=== rr_mux_arbiter_flat ===
### Wires at chosen ports, followed through buffers, rr_mux_arbiter_flat

(8 px per um)
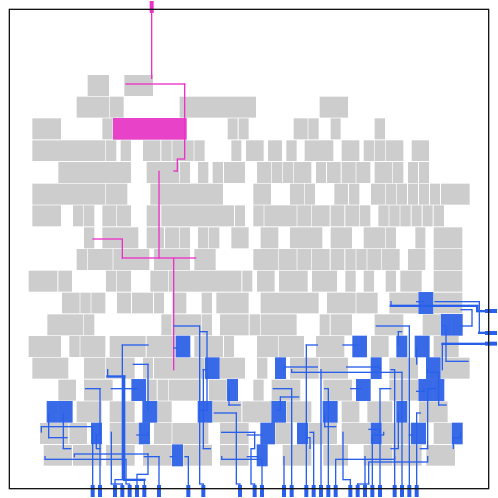

$ cat src/rtl/rr_mux_arbiter_if.sv
// Requester/consumer bundle for the round-robin mux arbiter.
// The arbiter attaches through the slave modport; the requester and
// consumer side (or a testbench) attaches through the master modport.
interface rr_mux_arbiter_if #(
    parameter int N_REQ  = 4,
    parameter int DATA_W = 8
);
    localparam int SEL_W = $clog2(N_REQ);

    logic [N_REQ-1:0]        i_req;
    logic [N_REQ*DATA_W-1:0] i_data;
    logic [N_REQ-1:0]        i_last;
    logic                    i_ready;
    logic [N_REQ-1:0]        o_ack;
    logic                    o_valid;
    logic [DATA_W-1:0]       o_data;
    logic                    o_last;
    logic [SEL_W-1:0]        o_sel;
    logic                    o_busy;

    modport slave (
        input  i_req, i_data, i_last, i_ready,
        output o_ack, o_valid, o_data, o_last, o_sel, o_busy
    );

    modport master (
        output i_req, i_data, i_last, i_ready,
        input  o_ack, o_valid, o_data, o_last, o_sel, o_busy
    );
endinterface

$ cat src/rtl/rr_mux_arbiter.sv
// Round-robin packet arbiter driving a shared mux toward one consumer.
// A grant is held until the owner's last beat or until MAX_BURST beats
// have been accepted; on release the next winner is chosen in the same
// cycle so consecutive packets flow without a bubble.
module rr_mux_arbiter #(
    parameter int N_REQ     = 4,
    parameter int DATA_W    = 8,
    parameter int MAX_BURST = 4
) (
    input  logic              i_clk,
    input  logic              i_rst_n,
    rr_mux_arbiter_if.slave   bus
);
    localparam int SEL_W = $clog2(N_REQ);
    localparam int CNT_W = $clog2(MAX_BURST + 1);

    localparam logic [0:0] ST_IDLE = 1'b0;
    localparam logic [0:0] ST_BUSY = 1'b1;

    logic [0:0]       state_q, state_d;
    logic [SEL_W-1:0] owner_q, owner_d;
    logic [SEL_W-1:0] ptr_q, ptr_d;
    logic [CNT_W-1:0] cnt_q, cnt_d;

    logic             busy;
    logic [SEL_W-1:0] owner_inc;
    logic [SEL_W-1:0] arb_start;
    logic [SEL_W:0]   rot_sum [N_REQ];
    logic [SEL_W-1:0] rot_idx [N_REQ];
    logic [N_REQ-1:0] rot_hit;
    logic             win_found;
    logic [SEL_W-1:0] win_idx;
    logic [DATA_W-1:0] data_arr [N_REQ];
    logic             cur_req;
    logic             cur_last;
    logic             xfer;
    logic             pkt_release;
    logic [N_REQ-1:0] ack;

    assign busy      = (state_q == ST_BUSY);
    assign owner_inc = (owner_q == SEL_W'(N_REQ - 1)) ? '0 : owner_q + 1'b1;

    // While busy the only arbitration that matters happens on release,
    // and it starts just past the current owner (the new ptr value).
    assign arb_start = busy ? owner_inc : ptr_q;

    // Rotate the request vector so position gi is priority rank gi.
    generate
        for (genvar gi = 0; gi < N_REQ; gi++) begin : g_rot
            assign rot_sum[gi] = {1'b0, arb_start} + (SEL_W + 1)'(gi);
            assign rot_idx[gi] = (rot_sum[gi] >= (SEL_W + 1)'(N_REQ))
                               ? SEL_W'(rot_sum[gi] - (SEL_W + 1)'(N_REQ))
                               : rot_sum[gi][SEL_W-1:0];
            assign rot_hit[gi]  = bus.i_req[rot_idx[gi]];
            assign data_arr[gi] = bus.i_data[gi*DATA_W +: DATA_W];
        end
    endgenerate

    // Pick the lowest-rank requester; scanning downward leaves the first hit.
    always_comb begin
        win_found = |rot_hit;
        win_idx   = rot_idx[0];
        for (int i = N_REQ - 1; i >= 0; i--) begin
            if (rot_hit[i]) begin
                win_idx = rot_idx[i];
            end
        end
    end

    assign cur_req     = bus.i_req[owner_q];
    assign cur_last    = bus.i_last[owner_q];
    assign xfer        = busy && cur_req && bus.i_ready;
    assign pkt_release = xfer && (cur_last || (cnt_q == CNT_W'(MAX_BURST - 1)));

    // Acknowledge only the owner, and only on an accepted beat.
    always_comb begin
        ack          = '0;
        ack[owner_q] = xfer;
    end

    assign bus.o_ack   = ack;
    assign bus.o_valid = busy && cur_req;
    assign bus.o_data  = data_arr[owner_q];
    assign bus.o_last  = busy && cur_last;
    assign bus.o_sel   = owner_q;
    assign bus.o_busy  = busy;

    // Grant/release decisions and beat counting for the next cycle.
    always_comb begin
        state_d = state_q;
        owner_d = owner_q;
        ptr_d   = ptr_q;
        cnt_d   = cnt_q;
        if (!busy) begin
            if (win_found) begin
                owner_d = win_idx;
                cnt_d   = '0;
                state_d = ST_BUSY;
            end
        end else if (xfer) begin
            cnt_d = cnt_q + 1'b1;
            if (pkt_release) begin
                ptr_d = owner_inc;
                if (win_found) begin
                    owner_d = win_idx;
                    cnt_d   = '0;
                end else begin
                    state_d = ST_IDLE;
                end
            end
        end
    end

    // State registers; reset abandons any packet in flight.
    always_ff @(posedge i_clk or negedge i_rst_n) begin
        if (!i_rst_n) begin
            state_q <= ST_IDLE;
            owner_q <= '0;
            ptr_q   <= '0;
            cnt_q   <= '0;
        end else begin
            state_q <= state_d;
            owner_q <= owner_d;
            ptr_q   <= ptr_d;
            cnt_q   <= cnt_d;
        end
    end
endmodule

$ cat src/flat_wrapper.sv
// flat-port wrapper written by rule: the top's interface ports become plain ports
module rr_mux_arbiter_flat 
#(
    parameter int N_REQ     = 4,
    parameter int DATA_W    = 8,
    parameter int MAX_BURST = 4
)
  (i_clk, i_rst_n, bus_i_req, bus_i_data, bus_i_last, bus_i_ready, bus_o_ack, bus_o_valid, bus_o_data, bus_o_last, bus_o_sel, bus_o_busy);
  rr_mux_arbiter_if #(.N_REQ(N_REQ), .DATA_W(DATA_W)) bus_i ();
  input  logic i_clk;
  input  logic i_rst_n;
  input wire logic [$bits(bus_i.i_req)-1:0] bus_i_req;
  input wire logic [$bits(bus_i.i_data)-1:0] bus_i_data;
  input wire logic [$bits(bus_i.i_last)-1:0] bus_i_last;
  input wire logic [$bits(bus_i.i_ready)-1:0] bus_i_ready;
  output wire logic [$bits(bus_i.o_ack)-1:0] bus_o_ack;
  output wire logic [$bits(bus_i.o_valid)-1:0] bus_o_valid;
  output wire logic [$bits(bus_i.o_data)-1:0] bus_o_data;
  output wire logic [$bits(bus_i.o_last)-1:0] bus_o_last;
  output wire logic [$bits(bus_i.o_sel)-1:0] bus_o_sel;
  output wire logic [$bits(bus_i.o_busy)-1:0] bus_o_busy;
  assign bus_i.i_req = bus_i_req;
  assign bus_i.i_data = bus_i_data;
  assign bus_i.i_last = bus_i_last;
  assign bus_i.i_ready = bus_i_ready;
  assign bus_o_ack = bus_i.o_ack;
  assign bus_o_valid = bus_i.o_valid;
  assign bus_o_data = bus_i.o_data;
  assign bus_o_last = bus_i.o_last;
  assign bus_o_sel = bus_i.o_sel;
  assign bus_o_busy = bus_i.o_busy;
  rr_mux_arbiter #(.N_REQ(N_REQ), .DATA_W(DATA_W), .MAX_BURST(MAX_BURST)) u_core (.i_clk(i_clk), .i_rst_n(i_rst_n), .bus(bus_i));
endmodule
$ cat config.mk
export PLATFORM = sky130hd
export DESIGN_NAME = rr_mux_arbiter_flat
export DESIGN_NICKNAME = d
export VERILOG_FILES = /design/src/rtl/rr_mux_arbiter_if.sv /design/src/rtl/rr_mux_arbiter.sv /design/src/flat_wrapper.sv
export SDC_FILE = /design/constraint.sdc
export NUM_CORES = 1
export LEC_CHECK = 0
export ABC_AREA = 1
export CAP_MARGIN = 20
export CORE_MARGIN = 2
export CORE_UTILIZATION = 37
export CTS_BUF_LIST = sky130_fd_sc_hd__clkbuf_2 sky130_fd_sc_hd__clkbuf_4 sky130_fd_sc_hd__clkbuf_8
export DETAILED_ROUTE_END_ITERATION = 10
export PLACE_DENSITY = 0.88
export SLEW_MARGIN = 15
export SYNTH_ARGS = -nofsm -noshare
export SYNTH_HDL_FRONTEND = slang
export SYNTH_SLANG_ARGS = --single-unit
$ cat constraint.sdc
create_clock -name i_clk -period 2.3 [get_ports i_clk]
set_clock_uncertainty 0.1 [all_clocks]
set_input_delay 0.46 -clock i_clk [delete_from_list [all_inputs] [get_ports i_clk]]
set_output_delay 0.46 -clock i_clk [all_outputs]
set_load 0.01 [all_outputs]
=== itch_feed_arbiter ===
==> src/rtl/itch_arb_pkg.sv <==
`default_nettype none
// itch_arb_pkg: shared state encoding and source ids for the ITCH feed arbiter.
// Rev 1.0
package itch_arb_pkg;

  typedef enum logic {
    IDLE = 1'b0,
    XFER = 1'b1
  } arb_state_e;

  localparam logic SRC0 = 1'b0;
  localparam logic SRC1 = 1'b1;

  localparam int DEFAULT_STALL_LIMIT = 16;
  // Wide enough for the largest legal STALL_LIMIT (255).
  localparam int STALL_CNT_W = 8;

endpackage
`default_nettype wire

==> src/rtl/itch_stall_watchdog.sv <==
`default_nettype none
// itch_stall_watchdog: idle-cycle counter with one-cycle timeout pulse and sticky error flag.
// Rev 1.0
module itch_stall_watchdog
  import itch_arb_pkg::*;
#(
  parameter int STALL_LIMIT = DEFAULT_STALL_LIMIT
) (
  input  logic clk,
  input  logic rst,
  input  logic enable,
  input  logic kick,
  input  logic err_clr,
  output logic timeout,
  output logic stall_err
);

  localparam logic [STALL_CNT_W-1:0] LIMIT_M1 = STALL_CNT_W'(STALL_LIMIT - 1);

  logic [STALL_CNT_W-1:0] cnt_q, cnt_d;
  logic                   err_q, err_d;

  always_comb begin
    timeout = enable && (cnt_q == LIMIT_M1);
    cnt_d   = cnt_q;
    if (kick || timeout) begin
      cnt_d = '0;
    end else if (enable) begin
      cnt_d = cnt_q + STALL_CNT_W'(1);
    end
    // A new timeout outranks a simultaneous clear so no stall goes unreported.
    err_d = err_q;
    if (timeout) begin
      err_d = 1'b1;
    end else if (err_clr) begin
      err_d = 1'b0;
    end
  end

  always_ff @(posedge clk or negedge rst) begin
    if (!rst) begin
      cnt_q <= '0;
      err_q <= 1'b0;
    end else begin
      cnt_q <= cnt_d;
      err_q <= err_d;
    end
  end

  assign stall_err = err_q;

endmodule
`default_nettype wire

==> src/rtl/itch_feed_arbiter.sv <==
`default_nettype none
// itch_feed_arbiter: message-atomic two-source round-robin arbiter feeding one ITCH parser.
// Rev 1.0
module itch_feed_arbiter
  import itch_arb_pkg::*;
#(
  parameter int STALL_LIMIT = DEFAULT_STALL_LIMIT,
  parameter int CNT_W       = 16
) (
  input  logic             clk,
  input  logic             rst,
  input  logic [7:0]       s0_byte,
  input  logic             s0_valid,
  input  logic             s0_last,
  output logic             s0_ready,
  input  logic [7:0]       s1_byte,
  input  logic             s1_valid,
  input  logic             s1_last,
  output logic             s1_ready,
  output logic [7:0]       byte_out,
  output logic             valid_out,
  output logic             grant_id,
  output logic             busy,
  output logic             stall_err,
  input  logic             err_clr,
  output logic [CNT_W-1:0] msg_cnt0,
  output logic [CNT_W-1:0] msg_cnt1
);

  arb_state_e       state_q, state_d;
  logic             grant_q, grant_d;
  logic             last_served_q, last_served_d;
  logic [7:0]       byte_q, byte_d;
  logic             valid_q, valid_d;
  logic [CNT_W-1:0] cnt0_q, cnt0_d;
  logic [CNT_W-1:0] cnt1_q, cnt1_d;

  logic       g_valid;
  logic       g_last;
  logic [7:0] g_byte;
  logic       accept;
  logic       enter_xfer;
  logic       wd_enable;
  logic       wd_kick;
  logic       timeout;

  always_comb begin
    g_valid = (grant_q == SRC1) ? s1_valid : s0_valid;
    g_last  = (grant_q == SRC1) ? s1_last  : s0_last;
    g_byte  = (grant_q == SRC1) ? s1_byte  : s0_byte;
  end

  assign s0_ready = (state_q == XFER) && (grant_q == SRC0);
  assign s1_ready = (state_q == XFER) && (grant_q == SRC1);
  assign accept   = (state_q == XFER) && g_valid;

  always_comb begin
    state_d       = state_q;
    grant_d       = grant_q;
    last_served_d = last_served_q;
    byte_d        = byte_q;
    valid_d       = 1'b0;
    cnt0_d        = cnt0_q;
    cnt1_d        = cnt1_q;
    enter_xfer    = 1'b0;
    case (state_q)
      IDLE: begin
        if (s0_valid || s1_valid) begin
          enter_xfer = 1'b1;
          state_d    = XFER;
          if (s0_valid && s1_valid) begin
            grant_d = ~last_served_q;
          end else begin
            grant_d = s1_valid ? SRC1 : SRC0;
          end
        end
      end
      XFER: begin
        if (accept) begin
          byte_d  = g_byte;
          valid_d = 1'b1;
          if (g_last) begin
            state_d       = IDLE;
            last_served_d = grant_q;
            if (grant_q == SRC0) begin
              cnt0_d = cnt0_q + CNT_W'(1);
            end else begin
              cnt1_d = cnt1_q + CNT_W'(1);
            end
          end
        end else if (timeout) begin
          // Abandon the truncated message; the other source gets the next turn.
          state_d       = IDLE;
          last_served_d = grant_q;
        end
      end
      default: state_d = IDLE;
    endcase
  end

  assign wd_enable = (state_q == XFER) && !g_valid;
  assign wd_kick   = accept || enter_xfer;

  itch_stall_watchdog #(
    .STALL_LIMIT(STALL_LIMIT)
  ) u_watchdog (
    .clk      (clk),
    .rst      (rst),
    .enable   (wd_enable),
    .kick     (wd_kick),
    .err_clr  (err_clr),
    .timeout  (timeout),
    .stall_err(stall_err)
  );

  always_ff @(posedge clk or negedge rst) begin
    if (!rst) begin
      state_q       <= IDLE;
      grant_q       <= SRC0;
      last_served_q <= SRC1;
      byte_q        <= '0;
      valid_q       <= 1'b0;
      cnt0_q        <= '0;
      cnt1_q        <= '0;
    end else begin
      state_q       <= state_d;
      grant_q       <= grant_d;
      last_served_q <= last_served_d;
      byte_q        <= byte_d;
      valid_q       <= valid_d;
      cnt0_q        <= cnt0_d;
      cnt1_q        <= cnt1_d;
    end
  end

  assign byte_out  = byte_q;
  assign valid_out = valid_q;
  assign grant_id  = grant_q;
  assign busy      = (state_q == XFER);
  assign msg_cnt0  = cnt0_q;
  assign msg_cnt1  = cnt1_q;

endmodule
`default_nettype wire

==> config.mk <==
export PLATFORM = sky130hd
export DESIGN_NAME = itch_feed_arbiter
export DESIGN_NICKNAME = d
export VERILOG_FILES = /design/src/rtl/itch_arb_pkg.sv /design/src/rtl/itch_stall_watchdog.sv /design/src/rtl/itch_feed_arbiter.sv
export SDC_FILE = /design/constraint.sdc
export NUM_CORES = 1
export LEC_CHECK = 0
export CORE_MARGIN = 3
export CORE_UTILIZATION = 32
export DETAILED_ROUTE_END_ITERATION = 8
export PLACE_DENSITY = 0.62
export REMOVE_ABC_BUFFERS = 1
export SYNTH_ARGS = -nofsm -noshare
export SYNTH_HDL_FRONTEND = slang
export SYNTH_HIERARCHICAL = 1
export SYNTH_SLANG_ARGS = --single-unit
==> constraint.sdc <==
create_clock -name clk -period 4.6 [get_ports clk]
set_input_delay 0.46 -clock clk [delete_from_list [all_inputs] [get_ports clk]]
set_output_delay 0.46 -clock clk [all_outputs]
set_load 0.01 [all_outputs]
=== alu_cmd_seq ===
$ cat src/rtl/alu_cmd_seq.sv
// Command sequencer around an external registered 64-bit ALU: 8x64 register file,
// three-state issue/capture FSM, writeback, response and sticky-overflow tracking.
module alu_cmd_seq (
    input  logic        clk,
    input  logic        reset,
    input  logic        cmd_valid,
    output logic        cmd_ready,
    input  logic [3:0]  cmd_op,
    input  logic [2:0]  cmd_rd,
    input  logic [2:0]  cmd_rs1,
    input  logic [2:0]  cmd_rs2,
    input  logic        cmd_use_imm,
    input  logic [63:0] cmd_imm,
    input  logic        host_we,
    input  logic [2:0]  host_waddr,
    input  logic [63:0] host_wdata,
    input  logic [2:0]  host_raddr,
    output logic [63:0] host_rdata,
    output logic [63:0] alu_a,
    output logic [63:0] alu_b,
    output logic [63:0] alu_cmp_val,
    output logic [3:0]  alu_ctrl,
    input  logic [63:0] alu_z,
    input  logic        alu_ovf,
    output logic        rsp_valid,
    output logic [63:0] rsp_data,
    output logic [2:0]  rsp_rd,
    output logic        rsp_ovf,
    output logic        rsp_err,
    output logic        ovf_sticky,
    input  logic        ovf_clr
);

    localparam logic [3:0] OP_ADD     = 4'b0000;
    localparam logic [3:0] OP_SUB     = 4'b0001;
    localparam logic [3:0] OP_SHL_CMP = 4'b1001;
    localparam logic [3:0] OP_SHR_CMP = 4'b1010;

    typedef enum logic [1:0] {
        IDLE,
        ISSUE,
        CAPTURE
    } state_t;

    state_t      state;
    state_t      state_next;

    logic [63:0] regs [8];
    logic [63:0] rs1_val;
    logic [63:0] rs2_val;
    logic [63:0] b_sel;
    logic        is_shift_cmp;
    logic        accept;
    logic        wb_en;

    logic [3:0]  op_q;
    logic [2:0]  rd_q;
    logic [63:0] a_q;
    logic [63:0] b_q;
    logic [63:0] cmp_q;
    logic        op_bad;

    // Register reads see contents from before any write at the same edge.
    always_comb begin
        rs1_val    = (cmd_rs1 == 3'd0) ? '0 : regs[cmd_rs1];
        rs2_val    = (cmd_rs2 == 3'd0) ? '0 : regs[cmd_rs2];
        host_rdata = (host_raddr == 3'd0) ? '0 : regs[host_raddr];
    end

    // Shift-compare ops need rs2 as shift amount, so imm is only the compare value.
    always_comb begin
        is_shift_cmp = (cmd_op == OP_SHL_CMP) || (cmd_op == OP_SHR_CMP);
        b_sel        = (cmd_use_imm && !is_shift_cmp) ? cmd_imm : rs2_val;
        accept       = cmd_valid && cmd_ready;
        op_bad       = (op_q > OP_SHR_CMP);
    end

    always_ff @(posedge clk) begin
        if (reset) begin
            state <= IDLE;
            op_q  <= '0;
            rd_q  <= '0;
            a_q   <= '0;
            b_q   <= '0;
            cmp_q <= '0;
        end else begin
            state <= state_next;
            if (accept) begin
                op_q  <= cmd_op;
                rd_q  <= cmd_rd;
                a_q   <= rs1_val;
                b_q   <= b_sel;
                cmp_q <= cmd_imm;
            end
        end
    end

    always_comb begin
        state_next  = state;
        cmd_ready   = 1'b0;
        alu_a       = '0;
        alu_b       = '0;
        alu_cmp_val = '0;
        alu_ctrl    = '0;
        rsp_valid   = 1'b0;
        rsp_data    = '0;
        rsp_rd      = '0;
        rsp_ovf     = 1'b0;
        rsp_err     = 1'b0;
        wb_en       = 1'b0;
        case (state)
            IDLE: begin
                cmd_ready = 1'b1;
                if (cmd_valid) begin
                    state_next = ISSUE;
                end
            end
            ISSUE: begin
                state_next  = CAPTURE;
                alu_a       = a_q;
                alu_b       = b_q;
                alu_cmp_val = cmp_q;
                alu_ctrl    = op_q;
            end
            CAPTURE: begin
                state_next  = IDLE;
                alu_a       = a_q;
                alu_b       = b_q;
                alu_cmp_val = cmp_q;
                alu_ctrl    = op_q;
                rsp_valid   = 1'b1;
                rsp_rd      = rd_q;
                rsp_err     = op_bad;
                rsp_data    = op_bad ? '0 : alu_z;
                rsp_ovf     = ((op_q == OP_ADD) || (op_q == OP_SUB)) && alu_ovf;
                wb_en       = !op_bad && (rd_q != 3'd0);
            end
            default: state_next = IDLE;
        endcase
    end

    // Writeback is assigned after the host port so it wins on an address clash.
    always_ff @(posedge clk) begin
        if (reset) begin
            for (int unsigned i = 0; i < 8; i++) begin
                regs[i[2:0]] <= '0;
            end
        end else begin
            if (host_we && (host_waddr != 3'd0)) begin
                regs[host_waddr] <= host_wdata;
            end
            if (wb_en) begin
                regs[rd_q] <= rsp_data;
            end
        end
    end

    always_ff @(posedge clk) begin
        if (reset) begin
            ovf_sticky <= 1'b0;
        end else if (rsp_ovf) begin
            ovf_sticky <= 1'b1;
        end else if (ovf_clr) begin
            ovf_sticky <= 1'b0;
        end
    end

endmodule

$ cat config.mk
export PLATFORM = sky130hd
export DESIGN_NAME = alu_cmd_seq
export DESIGN_NICKNAME = d
export VERILOG_FILES = /design/src/rtl/alu_cmd_seq.sv
export SDC_FILE = /design/constraint.sdc
export NUM_CORES = 2
export LEC_CHECK = 0
export CAP_MARGIN = 20
export CORE_MARGIN = 2
export CORE_UTILIZATION = 50
export CTS_CLUSTER_SIZE = 16
export DETAILED_ROUTE_END_ITERATION = 6
export GPL_ROUTABILITY_DRIVEN = 0
export PLACE_DENSITY = 0.77
export SLEW_MARGIN = 20
export SYNTH_ARGS = -nofsm -noshare
export SYNTH_HDL_FRONTEND = slang
export SYNTH_SLANG_ARGS = --single-unit
$ cat constraint.sdc
create_clock -name clk -period 3.3 [get_ports clk]
set_clock_uncertainty 0.15 [all_clocks]
set_input_delay 0.66 -clock clk [delete_from_list [all_inputs] [get_ports clk]]
set_output_delay 0.66 -clock clk [all_outputs]
set_load 0.1 [all_outputs]
### Cells coloured by class, itch_feed_arbiter

(3 px per um)
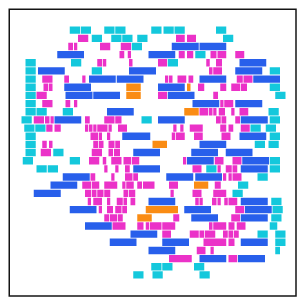
| colour | class | cells |
|---|---|---|
| cyan | other buffers and delay cells | 69 |
| magenta | all other logic | 175 |
| blue | flops | 53 |
| orange | clock drivers and dummy loads | 8 |
sequential cell area share: 0.389
final instance area: 3410 um^2
Final Util: 0.455

==> metrics.cfg, itch_feed_arbiter <==
[worst_setup_path]
reg2reg_from = grant_id
crit_start = grant_id
crit_end = busy
cp.depth = 7

[synth]
top_area_cell = dfrtp_1
synth.distinct_cells = 41
simple_gate_share = 0.215
xor_area_frac = 0.110
ys_area_um2 = 2540
syn_area_per_cell_um2 = 10.7

[grt]
grt_max_degree = 54
met1_usage = 0.165
busiest_layer = met2

[cells_and_area]
clock_area_frac = 0.0341
regArea_um2 = 1330
num-nonclk-inverters = 6

[status]
outcome = completed

[drt]
dr_total_vias = 1922
vias_per_cell = 4.76

[sta]
report.final.slew_viol_count = 0
whs_ns = 0.267

[clock_tree]
cts_tree = built

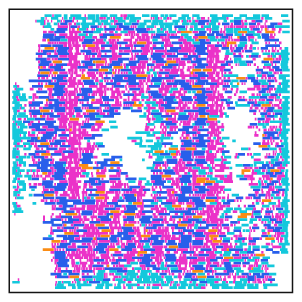
*Cells coloured by class, alu_cmd_seq*
(1 px per um)
| colour | class | cells |
|---|---|---|
| blue | flops | 650 |
| magenta | all other logic | 2809 |
| cyan | other buffers and delay cells | 689 |
| orange | clock drivers and dummy loads | 133 |

==> metrics.cfg, alu_cmd_seq <==
[status]
outcome = finished with violations
failed_checks = DRC

[synth]
syn_area_per_cell_um2 = 9.98
numSynthFlops = 650
ys_cells = 3867
syn_inst = 3867

[power]
p_int_mw = 16.3
p_per_area_nw_per_um2 = 471
power.switching_mw = 7.97

[cells_and_area]
largest_class = multi-input combinational cells

[floorplanning]
die_area_um2 = 79400
design.portCount = 550

[grt]
gr-total-overflow = 0

[drt]
highest_layer = met5
drc_errors = 3

[placed_design]
postPlaceCellArea_um2 = 49100

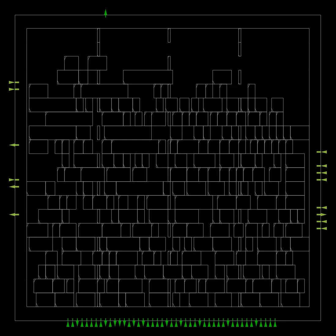
*Placement view, rr_mux_arbiter_flat*
std cell rows: 20
FILL cells: 291

About 'Wires at chosen ports, followed through buffers' of rr_mux_arbiter_flat:
| colour | port | bits | direction | edge | end cells | buffers | wire |
|---|---|---|---|---|---|---|---|
| blue | bus_i_data | 32 | input | 29 bottom, 3 right | 32 | 32 | 531 um |
| magenta | bus_o_busy | 1 | output | top | 1 | 1 | 68.0 um |
IO buf count: 59
# IOs: 60

==> metrics.cfg, rr_mux_arbiter_flat <==
[drt]
first_pass_iters = 4
met2RoutedLength_mm = 1.78
ant_nets = 0

[sta]
setup_viol = 2
tns_ns = -0.0224
postLayoutSetupSlackWorst_ns = -0.0140

[synth]
mux_share = 0
edf_count = 0
async_flop_share = 1.00
synthesis.area_um2 = 1150

[power]
finalPower_mw = 2.17
p_clk_uw = 109
p_int_mw = 1.01

[cells_and_area]
final_cell_mix = nand2_1, clkdlybuf4s50_1, nor2_1
clock_buffers = 3

[worst_setup_path]
crit_end = bus_o_ack[0]
reg2reg_depth = 14
start_kind = input pin
reg2reg_from = u_core.bus.o_sel[0]

[status]
failed_checks = setup timing
outcome = finished with violations

[clock_tree]
cts.sinks = 8
cts_root_buf = clkbuf_4
clkTransAtPathRegs_ns = 0.06


==> layout pictures side by side <==
Sequential cells grouped by signal name.
image #1
(3 px per um) Other sequential cells in the stronger grey, the rest of the logic in the fainter grey.
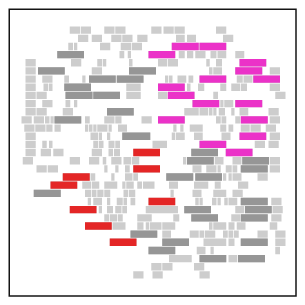
image #2
(1 px per um) Other sequential cells in the stronger grey, the rest of the logic in the fainter grey.
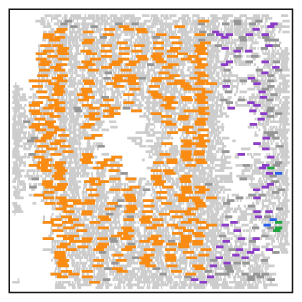
image #3
(4 px per um) Other sequential cells in the stronger grey, the rest of the logic in the fainter grey.
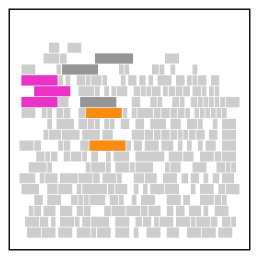
alu_cmd_seq: image #2
rr_mux_arbiter_flat: image #3
itch_feed_arbiter: image #1

Key to image #1:
| colour | signal | placed flops |
|---|---|---|
| red | u_watchdog/cnt_q | 8 |
| magenta | msg_cnt1 | 16 |
not coloured: 29



## Gallery

Routed clock nets over the placement.
Plate I
(1 px per um)
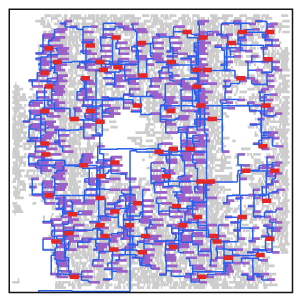
Plate II
(3 px per um)
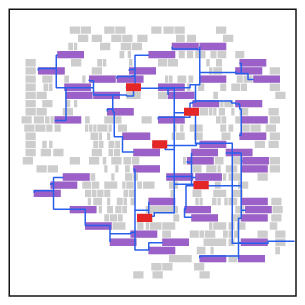
Plate III
(4 px per um)
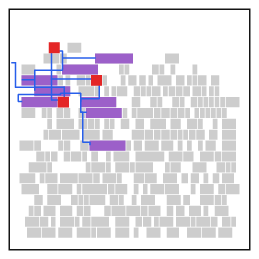
Of these, fewest sequential cells: Plate III
Of these, largest die: Plate I
Plate III is rr_mux_arbiter_flat.
Plate I is alu_cmd_seq.
Plate II is itch_feed_arbiter.

Key to Plate I:
[blue] clock wires | length: 8550 um
[red] cells driving clock nets | count: 72
[purple] flip-flops | count: 650
flops lie: all over the die

